# ---- design 1 ----
Figure 1. The metal 1 layer (design 1).
Scale bar: 50 um. Supply wires on this layer in grey.
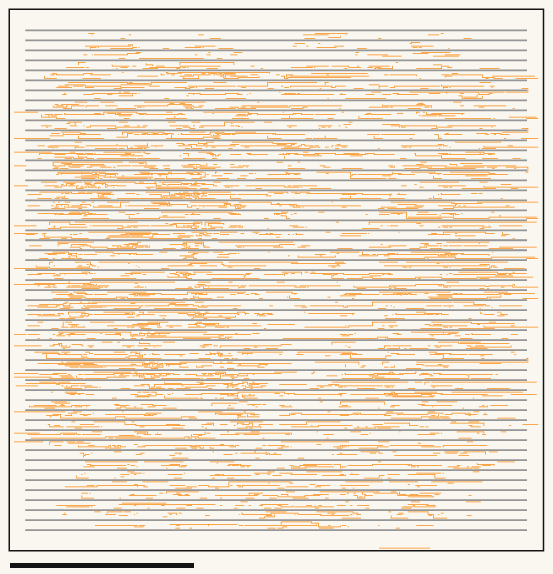
Figure 2. The metal 2 layer (design 1).
Scale bar: 50 um.
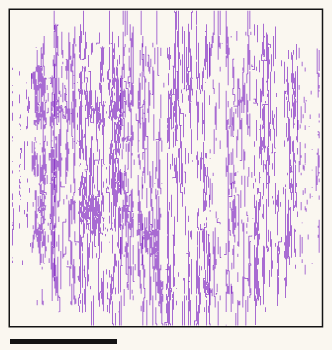
## src/rtl/ifetch_buf_if.sv

```systemverilog
`default_nettype none
// +-------------------------------------------------------------------+
// | ifetch_buf_if : imem, redirect and decode-handshake bundle        |
// | rev 1.0                                                           |
// +-------------------------------------------------------------------+
interface ifetch_buf_if #(
  parameter int DEPTH   = 4,
  parameter int IMEM_AW = 6
);
  localparam int CW = $clog2(DEPTH + 1);

  logic [IMEM_AW-1:0] imem_addr;
  logic [31:0]        imem_data;
  logic               redirect;
  logic [31:0]        redirect_pc;
  logic               cmd_valid;
  logic [31:0]        cmd;
  logic [31:0]        cmd_pc;
  logic               cmd_ready;
  logic [CW-1:0]      count;

  // master is the fetch stage; slave is the imem/decode/branch side
  modport master (
    output imem_addr, cmd_valid, cmd, cmd_pc, count,
    input  imem_data, redirect, redirect_pc, cmd_ready
  );
  modport slave (
    input  imem_addr, cmd_valid, cmd, cmd_pc, count,
    output imem_data, redirect, redirect_pc, cmd_ready
  );
endinterface
`default_nettype wire

```

## src/rtl/ifetch_buf.sv

```systemverilog
`default_nettype none
// +-------------------------------------------------------------------+
// | ifetch_buf : fetch PC, combinational imem read, prefetch FIFO     |
// | rev 1.0                                                           |
// +-------------------------------------------------------------------+
module ifetch_buf #(
  parameter int          DEPTH    = 4,
  parameter int          IMEM_AW  = 6,
  parameter logic [31:0] RESET_PC = 32'h0
) (
  input  wire logic      clk,
  input  wire logic      rst,
  ifetch_buf_if.master   bus
);
  localparam int c_PTR_W = $clog2(DEPTH);
  localparam int c_CNT_W = $clog2(DEPTH + 1);
  localparam logic [c_CNT_W-1:0] c_FULL = c_CNT_W'(DEPTH);

  logic [31:0]        r_fpc;
  logic [c_PTR_W-1:0] r_wr_ptr;
  logic [c_PTR_W-1:0] r_rd_ptr;
  logic [c_CNT_W-1:0] r_count;
  logic [31:0]        r_ins [DEPTH];
  logic [31:0]        r_pc  [DEPTH];

  logic w_valid;
  logic w_pop;
  logic w_push;

  assign w_valid = (r_count != '0);
  assign w_pop   = w_valid & bus.cmd_ready;
  // A full queue still accepts a fetch when the head leaves the same cycle.
  assign w_push  = ~bus.redirect & ((r_count < c_FULL) | w_pop);

  assign bus.imem_addr = r_fpc[IMEM_AW+1:2];
  assign bus.cmd_valid = w_valid;
  assign bus.cmd       = w_valid ? r_ins[r_rd_ptr] : 32'h0;
  assign bus.cmd_pc    = w_valid ? r_pc[r_rd_ptr]  : 32'h0;
  assign bus.count     = r_count;

  always_ff @(posedge clk) begin
    if (rst) begin
      r_fpc    <= RESET_PC;
      r_wr_ptr <= '0;
      r_rd_ptr <= '0;
      r_count  <= '0;
    end else if (bus.redirect) begin
      // A head consumed during redirect is dropped with the rest of the queue.
      r_fpc    <= {bus.redirect_pc[31:2], 2'b00};
      r_wr_ptr <= '0;
      r_rd_ptr <= '0;
      r_count  <= '0;
    end else begin
      if (w_push) begin
        r_wr_ptr <= r_wr_ptr + 1'b1;
        r_fpc    <= r_fpc + 32'd4;
      end
      if (w_pop)
        r_rd_ptr <= r_rd_ptr + 1'b1;
      if (w_push && !w_pop)
        r_count <= r_count + 1'b1;
      else if (w_pop && !w_push)
        r_count <= r_count - 1'b1;
    end
  end

  always_ff @(posedge clk) begin
    if (!rst && w_push) begin
      r_ins[r_wr_ptr] <= bus.imem_data;
      r_pc[r_wr_ptr]  <= r_fpc;
    end
  end
endmodule
`default_nettype wire
```

## src/flat_wrapper.sv

```systemverilog
// flat-port wrapper written by rule: the top's interface ports become plain ports
module ifetch_buf_flat 
#(
  parameter int          DEPTH    = 4,
  parameter int          IMEM_AW  = 6,
  parameter logic [31:0] RESET_PC = 32'h0
)
  (clk, rst, bus_imem_addr, bus_cmd_valid, bus_cmd, bus_cmd_pc, bus_count, bus_imem_data, bus_redirect, bus_redirect_pc, bus_cmd_ready);
  ifetch_buf_if #(.DEPTH(DEPTH), .IMEM_AW(IMEM_AW)) bus_i ();
  input  wire logic clk;
  input  wire logic rst;
  output wire logic [$bits(bus_i.imem_addr)-1:0] bus_imem_addr;
  output wire logic [$bits(bus_i.cmd_valid)-1:0] bus_cmd_valid;
  output wire logic [$bits(bus_i.cmd)-1:0] bus_cmd;
  output wire logic [$bits(bus_i.cmd_pc)-1:0] bus_cmd_pc;
  output wire logic [$bits(bus_i.count)-1:0] bus_count;
  input wire logic [$bits(bus_i.imem_data)-1:0] bus_imem_data;
  input wire logic [$bits(bus_i.redirect)-1:0] bus_redirect;
  input wire logic [$bits(bus_i.redirect_pc)-1:0] bus_redirect_pc;
  input wire logic [$bits(bus_i.cmd_ready)-1:0] bus_cmd_ready;
  assign bus_imem_addr = bus_i.imem_addr;
  assign bus_cmd_valid = bus_i.cmd_valid;
  assign bus_cmd = bus_i.cmd;
  assign bus_cmd_pc = bus_i.cmd_pc;
  assign bus_count = bus_i.count;
  assign bus_i.imem_data = bus_imem_data;
  assign bus_i.redirect = bus_redirect;
  assign bus_i.redirect_pc = bus_redirect_pc;
  assign bus_i.cmd_ready = bus_cmd_ready;
  ifetch_buf #(.DEPTH(DEPTH), .IMEM_AW(IMEM_AW), .RESET_PC(RESET_PC)) u_core (.clk(clk), .rst(rst), .bus(bus_i));
endmodule
```

## config.mk

```make
export PLATFORM = sky130hd
export DESIGN_NAME = ifetch_buf_flat
export DESIGN_NICKNAME = d
export VERILOG_FILES = /design/src/rtl/ifetch_buf_if.sv /design/src/rtl/ifetch_buf.sv /design/src/flat_wrapper.sv
export SDC_FILE = /design/constraint.sdc
export NUM_CORES = 1
export LEC_CHECK = 0
export ABC_CLOCK_PERIOD_IN_PS = 4900
export CAP_MARGIN = 20
export CORE_AREA = 4 4 141 143
export CTS_BUF_LIST = sky130_fd_sc_hd__clkbuf_8
export DETAILED_ROUTE_END_ITERATION = 8
export DIE_AREA = 0 0 145 147
export PLACE_DENSITY = 0.87
export RECOVER_POWER = 25
export SLEW_MARGIN = 20
export SYNTH_ARGS = -nofsm -noshare
export SYNTH_HDL_FRONTEND = slang
export SYNTH_SLANG_ARGS = --single-unit
```

## constraint.sdc

```tcl
create_clock -name clk -period 4.9 [get_ports clk]
set_clock_uncertainty 0.1 [all_clocks]
set_input_delay 0.98 -clock clk [delete_from_list [all_inputs] [get_ports clk]]
set_output_delay 0.98 -clock clk [all_outputs]
set_load 0.05 [all_outputs]
```

==> run_results.csv <==
group,metric,value,unit
synth,simple_gate_area_share,8.06,%
global_routing,grt.met3_usage,4.75,%
setup_path,worst-path-max-fanout,29,
synth,synth.ff_latch_count,287,
final_timing,final_hold_viol_count,0,
place,place.detailed.instances,980,
synth,post_synth_xor_area_fraction,2.53,%
clocking,clkSinkCount,287,
setup_path,cp_cell_sequence,"buf_12 -> mux4_2 -> and2_1 -> clkdlybuf4s50_1",
setup_path,critPathArrivalTime,3.06,ns
floorplanning,core_area,18600,um2
final_layout,layout.buffer.nonclock.area_share,11.0,%
power,power.share.sequential,52.4,%
setup_path,setup.worst_path.start_class,"flop",
setup_path,req_time_crit_path,3.82,ns
final_layout,final_core_utilization,74.4,%
final_layout,layout.non_clock_buffers,146,
place,post-place-ws,1.22,ns
power,powerSeq,2.79,mW
floorplanning,number_of_primary_i_o_pins,142,
floorplanning,horizontal_die_dimension,145,um
synth,synth-area-yosys,11400,um2
clocking,worst_setup_hold_path_clk_slew,0.06,ns
setup_path,critical-path-slowest-cell,"sky130_fd_sc_hd__dfxtp_4",
final_layout,final_common_cell,"sky130_fd_sc_hd__edfxtp_1",
final_timing,finalWorstPathRequiredPeriod,4.14,ns
detailed_routing,drt_pass1_iterations,5,
setup_path,crit_path_max_incr_delay,0.73,ns
final_timing,worst-slew-pin-transition,0.800,ns
floorplanning,initial_utilization,61.5,%
final_layout,layout.area.seq,8230,um2
final_layout,register_with_the_highest_flop_count,"u_core.r_ins",
final_layout,area_delta_synth_final,20.9,%
place,io_buffer_count,137,
synth,syn-cell-area,11400,um2
clocking,clockRootBuffer,"sky130_fd_sc_hd__clkbuf_8",
clocking,cts_resized,0,
final_timing,tns,0,ns
final_layout,final_cell_area,13800,um2
synth,edf_count,248,
clocking,worstSkewPairLatency,0.54,ns
synth,ys_cells,644,
final_layout,biggest_area_consumer_among_cell_classes,"flip-flops and latches",
global_routing,grt.busiest_layer,"met2",
clocking,post_cts.repair.setup_buffers,0,
power,largestPowerGroup,"registers",
final_layout,final_nets,866,
floorplanning,core.rowCount,50,
final_layout,nonClockInverterCount,6,
synth,syn-mean-instance-area,17.7,um2
synth,synth.top_cell.area_share,65.2,%
setup_path,reg2reg_from,"u_core.bus.count[0]",
final_timing,slew_headroom,46.7,%
power,cell_internal_pwr,3.95,mW
outcome,status,"finished clean",
final_timing,setup_slack,0.763,ns
detailed_routing,met3_wirelength,1.50,mm
power,power.leakage,4.55,nW
detailed_routing,drt_iter0_drc,517,
synth,yosysMostFrequentCell,"sky130_fd_sc_hd__edfxtp_1",
synth,ff_type,"sky130_fd_sc_hd__edfxtp_1",
Notes on Figure 1 above:
main direction = horizontal
wire length on this layer = 9260 um
share of all routed wire = 42%
nets with wire on the layer = 792
global-route track usage on met1: 28.8%
wire length reported by the detailed router: 22.3 mm
number of vias after detailed routing: 6274

Notes on Figure 2 above:
main direction = vertical
longest straight run = 65.3 um
share of all routed wire = 50%
nets with wire on the layer = 775
met2 Use GR: 35.6%

## worst max-delay path by stage
stage                        startpoint                  to  slack (ns)  cells past startpoint
after detailed placement           flop         bus_cmd[16]        1.22                      4
after global placement             flop         bus_cmd[21]        1.26                      4
after floorplan           bus_cmd_ready  u_core.r_ins[0][0]        1.37                      3
after CTS                          flop         bus_cmd[16]        0.64                      4
after global routing               flop         bus_cmd[21]        0.53                      4
final                              flop      bus_cmd_pc[14]        0.76                      4
## critical path: cells and delay by family (launching register included)
family	cells	cell delay (ns)
buffers and inverters	2	1.01
multiplexers	1	0.55
flip-flops	1	0.73
AND/OR/NAND/NOR	1	0.21

# ---- design 2 ----
Figure 3. The metal 1 layer (design 2).
Scale bar: 20 um. Supply wires on this layer in grey.
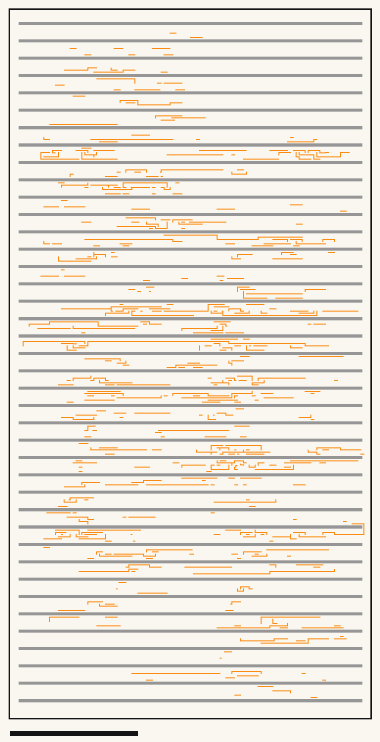
Figure 4. The metal 2 layer (design 2).
Scale bar: 20 um.
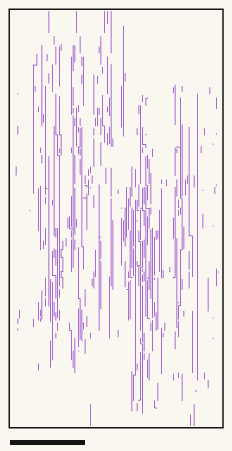
--- src/rtl/tdm_link.sv ---
// Time-division-multiplexed link: snapshots CH channels of W bits, scans them
// one per clock onto a shared lane, and rebuilds the frame in a registered
// receiver that publishes complete frames on oData with a one-cycle done.
//
// Handshake: in single mode a frame starts when start=1 is sampled while idle.
// In continuous mode frames start whenever en=1 is sampled while idle or at
// a frame boundary. busy covers the frame in flight. done pulses on the single
// edge that commits a complete frame to oData.
module tdm_link #(
    parameter int CH = 8,
    parameter int W  = 1,
    localparam int SW = $clog2(CH)
) (
    input  logic            clk,
    input  logic            rst_n,
    input  logic            mode,
    input  logic            start,
    input  logic            en,
    input  logic [CH*W-1:0] iData,
    output logic            busy,
    output logic            done,
    output logic [CH*W-1:0] oData,
    output logic [W-1:0]    link_data,
    output logic [SW-1:0]   link_sel,
    output logic            link_vld
);

    typedef enum logic [1:0] {
        IDLE  = 2'd0,
        SCAN  = 2'd1,
        DRAIN = 2'd2
    } state_t;

    state_t          state;
    state_t          state_nxt;
    logic [SW-1:0]   cnt;
    logic [CH*W-1:0] snap;
    logic [CH*W-1:0] shadow;
    logic [CH*W-1:0] frame_word;
    logic            frame_start;
    logic            wrap;
    logic            last_ch;
    logic            rx_last;

    assign last_ch = (cnt == SW'(CH - 1));
    assign rx_last = link_vld && (link_sel == SW'(CH - 1));

    // State register.
    always_ff @(posedge clk or negedge rst_n) begin
        if (!rst_n) begin
            state <= IDLE;
        end else begin
            state <= state_nxt;
        end
    end

    // Next-state decode; mode/en only matter in IDLE and at the frame boundary.
    always_comb begin
        state_nxt   = state;
        frame_start = 1'b0;
        wrap        = 1'b0;
        case (state)
            IDLE: begin
                if ((!mode && start) || (mode && en)) begin
                    frame_start = 1'b1;
                    state_nxt   = SCAN;
                end
            end
            SCAN: begin
                if (last_ch) begin
                    if (mode && en) begin
                        wrap = 1'b1;
                    end else begin
                        state_nxt = DRAIN;
                    end
                end
            end
            DRAIN: begin
                state_nxt = IDLE;
            end
            default: begin
                state_nxt = IDLE;
            end
        endcase
    end

    // Transmitter: snapshot, channel counter, lane drive and busy flag.
    always_ff @(posedge clk or negedge rst_n) begin
        if (!rst_n) begin
            cnt       <= '0;
            snap      <= '0;
            link_data <= '0;
            link_sel  <= '0;
            link_vld  <= 1'b0;
            busy      <= 1'b0;
        end else begin
            if (frame_start || wrap) begin
                snap <= iData;
                cnt  <= '0;
            end else if (state == SCAN && !last_ch) begin
                cnt <= cnt + 1'b1;
            end

            if (state == SCAN) begin
                link_data <= snap[cnt*W +: W];
                link_sel  <= cnt;
                link_vld  <= 1'b1;
            end else if (state == DRAIN) begin
                link_vld <= 1'b0;
            end

            // A back-to-back continuous frame already in SCAN keeps busy high.
            if (frame_start) begin
                busy <= 1'b1;
            end else if (rx_last && state != SCAN) begin
                busy <= 1'b0;
            end
        end
    end

    // The last channel is taken straight off the lane so the frame commits
    // on the same edge it arrives.
    always_comb begin
        frame_word = shadow;
        frame_word[(CH-1)*W +: W] = link_data;
    end

    // Receiver: demux lane into shadow, commit whole frames to oData.
    always_ff @(posedge clk or negedge rst_n) begin
        if (!rst_n) begin
            shadow <= '0;
            oData  <= '0;
            done   <= 1'b0;
        end else begin
            if (link_vld) begin
                shadow[link_sel*W +: W] <= link_data;
            end
            if (rx_last) begin
                oData <= frame_word;
                done  <= 1'b1;
            end else begin
                done <= 1'b0;
            end
        end
    end

endmodule

--- config.mk ---
export PLATFORM = sky130hd
export DESIGN_NAME = tdm_link
export DESIGN_NICKNAME = d
export VERILOG_FILES = /design/src/rtl/tdm_link.sv
export SDC_FILE = /design/constraint.sdc
export NUM_CORES = 1
export LEC_CHECK = 0
export ABC_AREA = 1
export CAP_MARGIN = 20
export CORE_ASPECT_RATIO = 2
export CORE_MARGIN = 1
export CORE_UTILIZATION = 30
export DETAILED_ROUTE_END_ITERATION = 12
export PLACE_DENSITY = 0.51
export SYNTH_ARGS = -nofsm -noshare
export SYNTH_HDL_FRONTEND = slang
export SYNTH_SLANG_ARGS = --single-unit
export TNS_END_PERCENT = 100
--- constraint.sdc ---
create_clock -name clk -period 2.95 [get_ports clk]
set_clock_uncertainty 0.2 [all_clocks]
set_input_delay 0.295 -clock clk [delete_from_list [all_inputs] [get_ports clk]]
set_output_delay 0.295 -clock clk [all_outputs]
set_load 0.01 [all_outputs]
==> run_results.csv <==
group,metric,value,unit
global_routing,track_usage,13.8,%
final_layout,layout.non_clock_buffers,29,
clocking,worstSkewPairLatency,0.28,ns
detailed_routing,drt_pass1_iterations,4,
power,max-vdd-ir-drop,0.489,mV
synth,yosysWarnings,0,
place,dp_hpwl,2.88,mm
min_path,hold_class,"in2async",
final_layout,seq_area_share,38.6,%
detailed_routing,post_drt_via_cell_ratio,4.67,
synth,edf_count,0,
final_timing,maxClockFrequency,517,MHz
setup_path,critical_path_class,"reg2reg",
outcome,status,"finished clean",
clocking,post_cts.repair.setup_buffers,0,
job,timing.max_cap.violations,0,
floorplanning,core.rowCount,39,
## Picture notes: Figure 3
nets with wire on the layer = 218
main direction = horizontal
wire length on this layer = 1330 um
wire length reported by the detailed router: 3.77 mm
number of vias after detailed routing: 1448

## Picture notes: Figure 4
longest straight run = 76.2 um
share of all routed wire = 57%
wire length on this layer = 2150 um

## flip-flops by register name, indices dropped and copies added (netlist names)
name       cells
state          2
shadow         7
oData          8
link_vld       1
busy           1
link_data      1
cnt            3
snap           8
done           1
link_sel       3
## cell families (layout without fill, tap and decap cells)
| kind of cell | Yosys count | in the layout | share of synthesized area [%] |
|---|---|---|---|
| DFF | 35 | 35 | 49.2 |
| and+or+nand+nor | 119 | 119 | 29.1 |
| xor gates and xnor gates | 1 | 1 | 0.492 |
| adders and majority gates | 10 | 10 | 7.03 |
| buffers and inverters | 33 | 65 | 7.73 |
| AOI/OAI and AO/OA | 19 | 19 | 6.40 |

# ---- design 3 ----
<file path="config.mk">
export PLATFORM = sky130hd
export DESIGN_NAME = pipelined_hybrid_adder
export DESIGN_NICKNAME = d
export VERILOG_FILES = /design/src/rtl/adder_pkg.sv /design/src/rtl/cla_block.sv /design/src/rtl/pipelined_hybrid_adder.sv
export SDC_FILE = /design/constraint.sdc
export NUM_CORES = 1
export LEC_CHECK = 0
export CAP_MARGIN = 20
export CORE_UTILIZATION = 39
export DETAILED_ROUTE_END_ITERATION = 8
export HOLD_SLACK_MARGIN = 0.05
export SYNTH_ARGS = -nofsm -noshare
export SYNTH_HDL_FRONTEND = slang
export SYNTH_SLANG_ARGS = --single-unit
</file>
<file path="constraint.sdc">
create_clock -name clk -period 6.4 [get_ports clk]
set_clock_uncertainty 0.2 [all_clocks]
set_input_delay 1.28 -clock clk [delete_from_list [all_inputs] [get_ports clk]]
set_output_delay 1.28 -clock clk [all_outputs]
set_load 0.1 [all_outputs]
</file>
<file path="src/rtl/adder_pkg.sv">
// rtl/adder_pkg.sv - Shared defaults and configuration helpers for the pipelined hybrid adder
package adder_pkg;

  localparam int DEFAULT_WIDTH      = 32;
  localparam int DEFAULT_BLK        = 4;
  localparam int DEFAULT_STAGE_BITS = 8;

  function automatic int num_stages(input int width, input int stage_bits);
    return width / stage_bits;
  endfunction

  // Legal shapes: the word splits into whole stages, each stage into whole blocks.
  function automatic bit cfg_ok(input int width, input int blk, input int stage_bits);
    return (blk > 0) && (stage_bits > 0) && (width >= stage_bits) &&
           ((width % stage_bits) == 0) && ((stage_bits % blk) == 0);
  endfunction

endpackage

</file>
<file path="src/rtl/cla_block.sv">
// rtl/cla_block.sv - Combinational BLK-bit carry-look-ahead adder block
module cla_block
  import adder_pkg::*;
#(
  parameter int BLK = DEFAULT_BLK
) (
  input  logic [BLK-1:0] a,
  input  logic [BLK-1:0] b,
  input  logic           cin,
  output logic [BLK-1:0] sum,
  output logic           cout
);

  logic [BLK-1:0] g;
  logic [BLK-1:0] p;
  logic [BLK:0]   c;
  logic           term;
  logic           prop;

  assign g = a & b;
  assign p = a ^ b;

  // Each carry is a flat sum-of-products of generate/propagate terms, not a ripple.
  always_comb begin
    c    = '0;
    term = 1'b0;
    prop = 1'b0;
    c[0] = cin;
    for (int i = 0; i < BLK; i++) begin
      term = g[i];
      prop = p[i];
      for (int j = i - 1; j >= 0; j--) begin
        term = term | (prop & g[j]);
        prop = prop & p[j];
      end
      c[i+1] = term | (prop & cin);
    end
  end

  assign sum  = p ^ c[BLK-1:0];
  assign cout = c[BLK];

endmodule

</file>
<file path="src/rtl/pipelined_hybrid_adder.sv">
// rtl/pipelined_hybrid_adder.sv - Pipelined add/subtract built from chained CLA blocks
// One STAGE_BITS slice is resolved per stage; operands skew forward, results deskew out.
module pipelined_hybrid_adder
  import adder_pkg::*;
#(
  parameter int WIDTH      = DEFAULT_WIDTH,
  parameter int BLK        = DEFAULT_BLK,
  parameter int STAGE_BITS = DEFAULT_STAGE_BITS
) (
  input  logic             clk,
  input  logic             rst_n,
  input  logic             in_valid,
  output logic             in_ready,
  input  logic [WIDTH-1:0] a,
  input  logic [WIDTH-1:0] b,
  input  logic             cy_in,
  input  logic             sub,
  output logic             out_valid,
  input  logic             out_ready,
  output logic [WIDTH-1:0] sum,
  output logic             cy_out,
  output logic             ovf
);

  localparam int NUM_STAGES = num_stages(WIDTH, STAGE_BITS);
  localparam int NUM_BLKS   = STAGE_BITS / BLK;

  if (!cfg_ok(WIDTH, BLK, STAGE_BITS)) begin : g_cfg_check
    $error("pipelined_hybrid_adder: WIDTH must be a multiple of STAGE_BITS and STAGE_BITS a multiple of BLK");
  end

  logic             adv;
  logic [WIDTH-1:0] b_eff;
  logic             c0;

  assign b_eff    = sub ? ~b : b;
  assign c0       = sub ? ~cy_in : cy_in;
  assign adv      = ~out_valid | out_ready;
  assign in_ready = adv;

  for (genvar k = 0; k < NUM_STAGES; k++) begin : g_stage
    localparam int REM  = WIDTH - (k + 1) * STAGE_BITS;
    localparam int DONE = (k + 1) * STAGE_BITS;

    logic [STAGE_BITS-1:0] a_s;
    logic [STAGE_BITS-1:0] b_s;
    logic [STAGE_BITS-1:0] s_s;
    logic [NUM_BLKS:0]     c;
    logic                  valid_d;
    logic                  valid_q;
    logic                  carry_q;
    logic [DONE-1:0]       res_d;
    logic [DONE-1:0]       res_q;

    if (k == 0) begin : g_src
      assign a_s     = a[STAGE_BITS-1:0];
      assign b_s     = b_eff[STAGE_BITS-1:0];
      assign c[0]    = c0;
      assign valid_d = in_valid;
      assign res_d   = s_s;
    end else begin : g_src
      assign a_s     = g_stage[k-1].g_rem.a_rem_q[STAGE_BITS-1:0];
      assign b_s     = g_stage[k-1].g_rem.b_rem_q[STAGE_BITS-1:0];
      assign c[0]    = g_stage[k-1].carry_q;
      assign valid_d = g_stage[k-1].valid_q;
      assign res_d   = {s_s, g_stage[k-1].res_q};
    end

    for (genvar j = 0; j < NUM_BLKS; j++) begin : g_cla
      cla_block #(.BLK(BLK)) u_cla (
        .a    (a_s[j*BLK +: BLK]),
        .b    (b_s[j*BLK +: BLK]),
        .cin  (c[j]),
        .sum  (s_s[j*BLK +: BLK]),
        .cout (c[j+1])
      );
    end

    always_ff @(posedge clk or negedge rst_n) begin
      if (!rst_n) begin
        valid_q <= 1'b0;
        carry_q <= 1'b0;
        res_q   <= '0;
      end else if (adv) begin
        valid_q <= valid_d;
        carry_q <= c[NUM_BLKS];
        res_q   <= res_d;
      end
    end

    // Operand bits above this slice still need to reach later stages.
    if (REM > 0) begin : g_rem
      logic [REM-1:0] a_rem_d;
      logic [REM-1:0] a_rem_q;
      logic [REM-1:0] b_rem_d;
      logic [REM-1:0] b_rem_q;

      if (k == 0) begin : g_rsrc
        assign a_rem_d = a[WIDTH-1:STAGE_BITS];
        assign b_rem_d = b_eff[WIDTH-1:STAGE_BITS];
      end else begin : g_rsrc
        assign a_rem_d = g_stage[k-1].g_rem.a_rem_q[REM+STAGE_BITS-1:STAGE_BITS];
        assign b_rem_d = g_stage[k-1].g_rem.b_rem_q[REM+STAGE_BITS-1:STAGE_BITS];
      end

      always_ff @(posedge clk or negedge rst_n) begin
        if (!rst_n) begin
          a_rem_q <= '0;
          b_rem_q <= '0;
        end else if (adv) begin
          a_rem_q <= a_rem_d;
          b_rem_q <= b_rem_d;
        end
      end
    end else begin : g_last
      logic ovf_d;
      logic ovf_q;

      // Carry into the MSB is recovered from the MSB sum bit and its operands.
      assign ovf_d = (a_s[STAGE_BITS-1] ^ b_s[STAGE_BITS-1] ^ s_s[STAGE_BITS-1]) ^ c[NUM_BLKS];

      always_ff @(posedge clk or negedge rst_n) begin
        if (!rst_n) begin
          ovf_q <= 1'b0;
        end else if (adv) begin
          ovf_q <= ovf_d;
        end
      end
    end
  end

  assign out_valid = g_stage[NUM_STAGES-1].valid_q;
  assign sum       = g_stage[NUM_STAGES-1].res_q;
  assign cy_out    = g_stage[NUM_STAGES-1].carry_q;
  assign ovf       = g_stage[NUM_STAGES-1].g_last.ovf_q;

endmodule
</file>
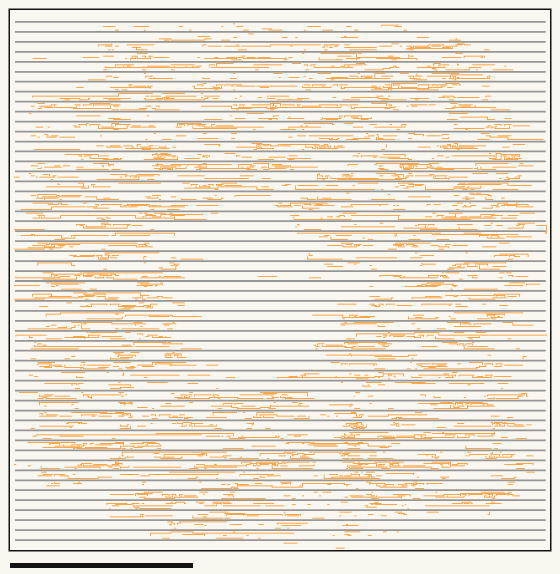
Figure 5: design 3, the metal 1 layer.
Scale bar: 50 um. Supply wires on this layer in grey.
main direction = horizontal
longest straight run = 45.1 um
nets with wire on the layer = 961
share of all routed wire = 48%
wire length on this layer = 7290 um
number of vias after detailed routing: 5819
global-route track usage on met1: 19.1%
wire length reported by the detailed router: 15.3 mm

==> run_results.csv <==
group,metric,value,unit
outcome,status,"finished clean",
global_routing,number_of_global_route_vias_before_repair,5712,
synth,yosysWarnings,0,
detailed_routing,drt_pass1_iterations,5,
min_path,hold_path_startpoint,"sum[5]",
synth,compound_area_share,7.19,%
synth,mux_area_share,0.121,%
clocking,cts-hold-fix-buffers,0,
clocking,cts_tree,"done",
final_layout,lay_top_cells,"412 x sky130_fd_sc_hd__nand2_1, 185 x sky130_fd_sc_hd__dfrtp_1, 103 x sky130_fd_sc_hd__clkdlybuf4s50_1",
global_routing,antenna_found_initial,0,
power,post-layout-total-power,5.62,mW
detailed_routing,routed_wire_length_per_instance,12.1,um
power,power.density,553,nW/um2
synth,synth.top_cell.area_share,56.1,%
final_layout,final_common_cell,"sky130_fd_sc_hd__nand2_1",
detailed_routing,post_drt_via_cell_ratio,4.62,
synth,seq_area_frac_synth,56.1,%
## layout make-up
class                   count  area [um2]  area share (%)
well taps                 270         338            3.32
inverters                  15        61.3           0.603
repair buffers            109        1090            10.7
clock buffers              17         425            4.18
flip-flops and latches    185        4630            45.5
multi-input cells         649        3380            33.3
clock inverters            15         235            2.31
## per-layer routing
metal  global-route usage, %  share of wire [%]
met5                       0                  0
met4                    5.31                1.2
met3                    3.89                3.3
met2                    25.7                 48
met1                    19.1                 48


==> notes/layouts.md <==
Pictures saved along the way, in no particular order.

Metal 3.
Cells faint in the background.
picture 1
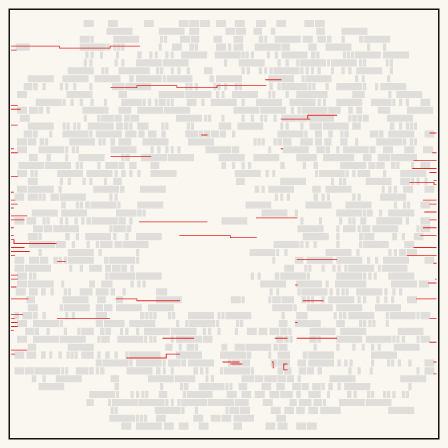
picture 2
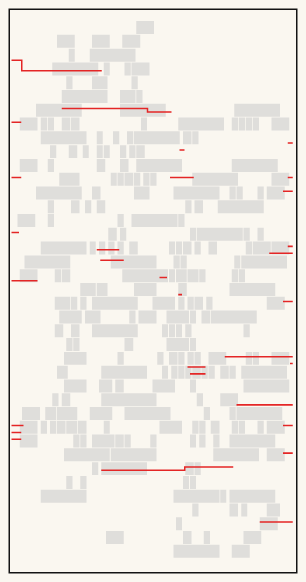
picture 3
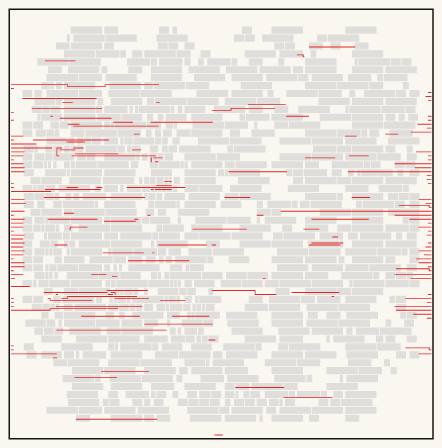
Picture 3 comes from design 1.
Picture 1 comes from design 3.
Picture 2 comes from design 2.

Power and IR drop assume default switching activity.
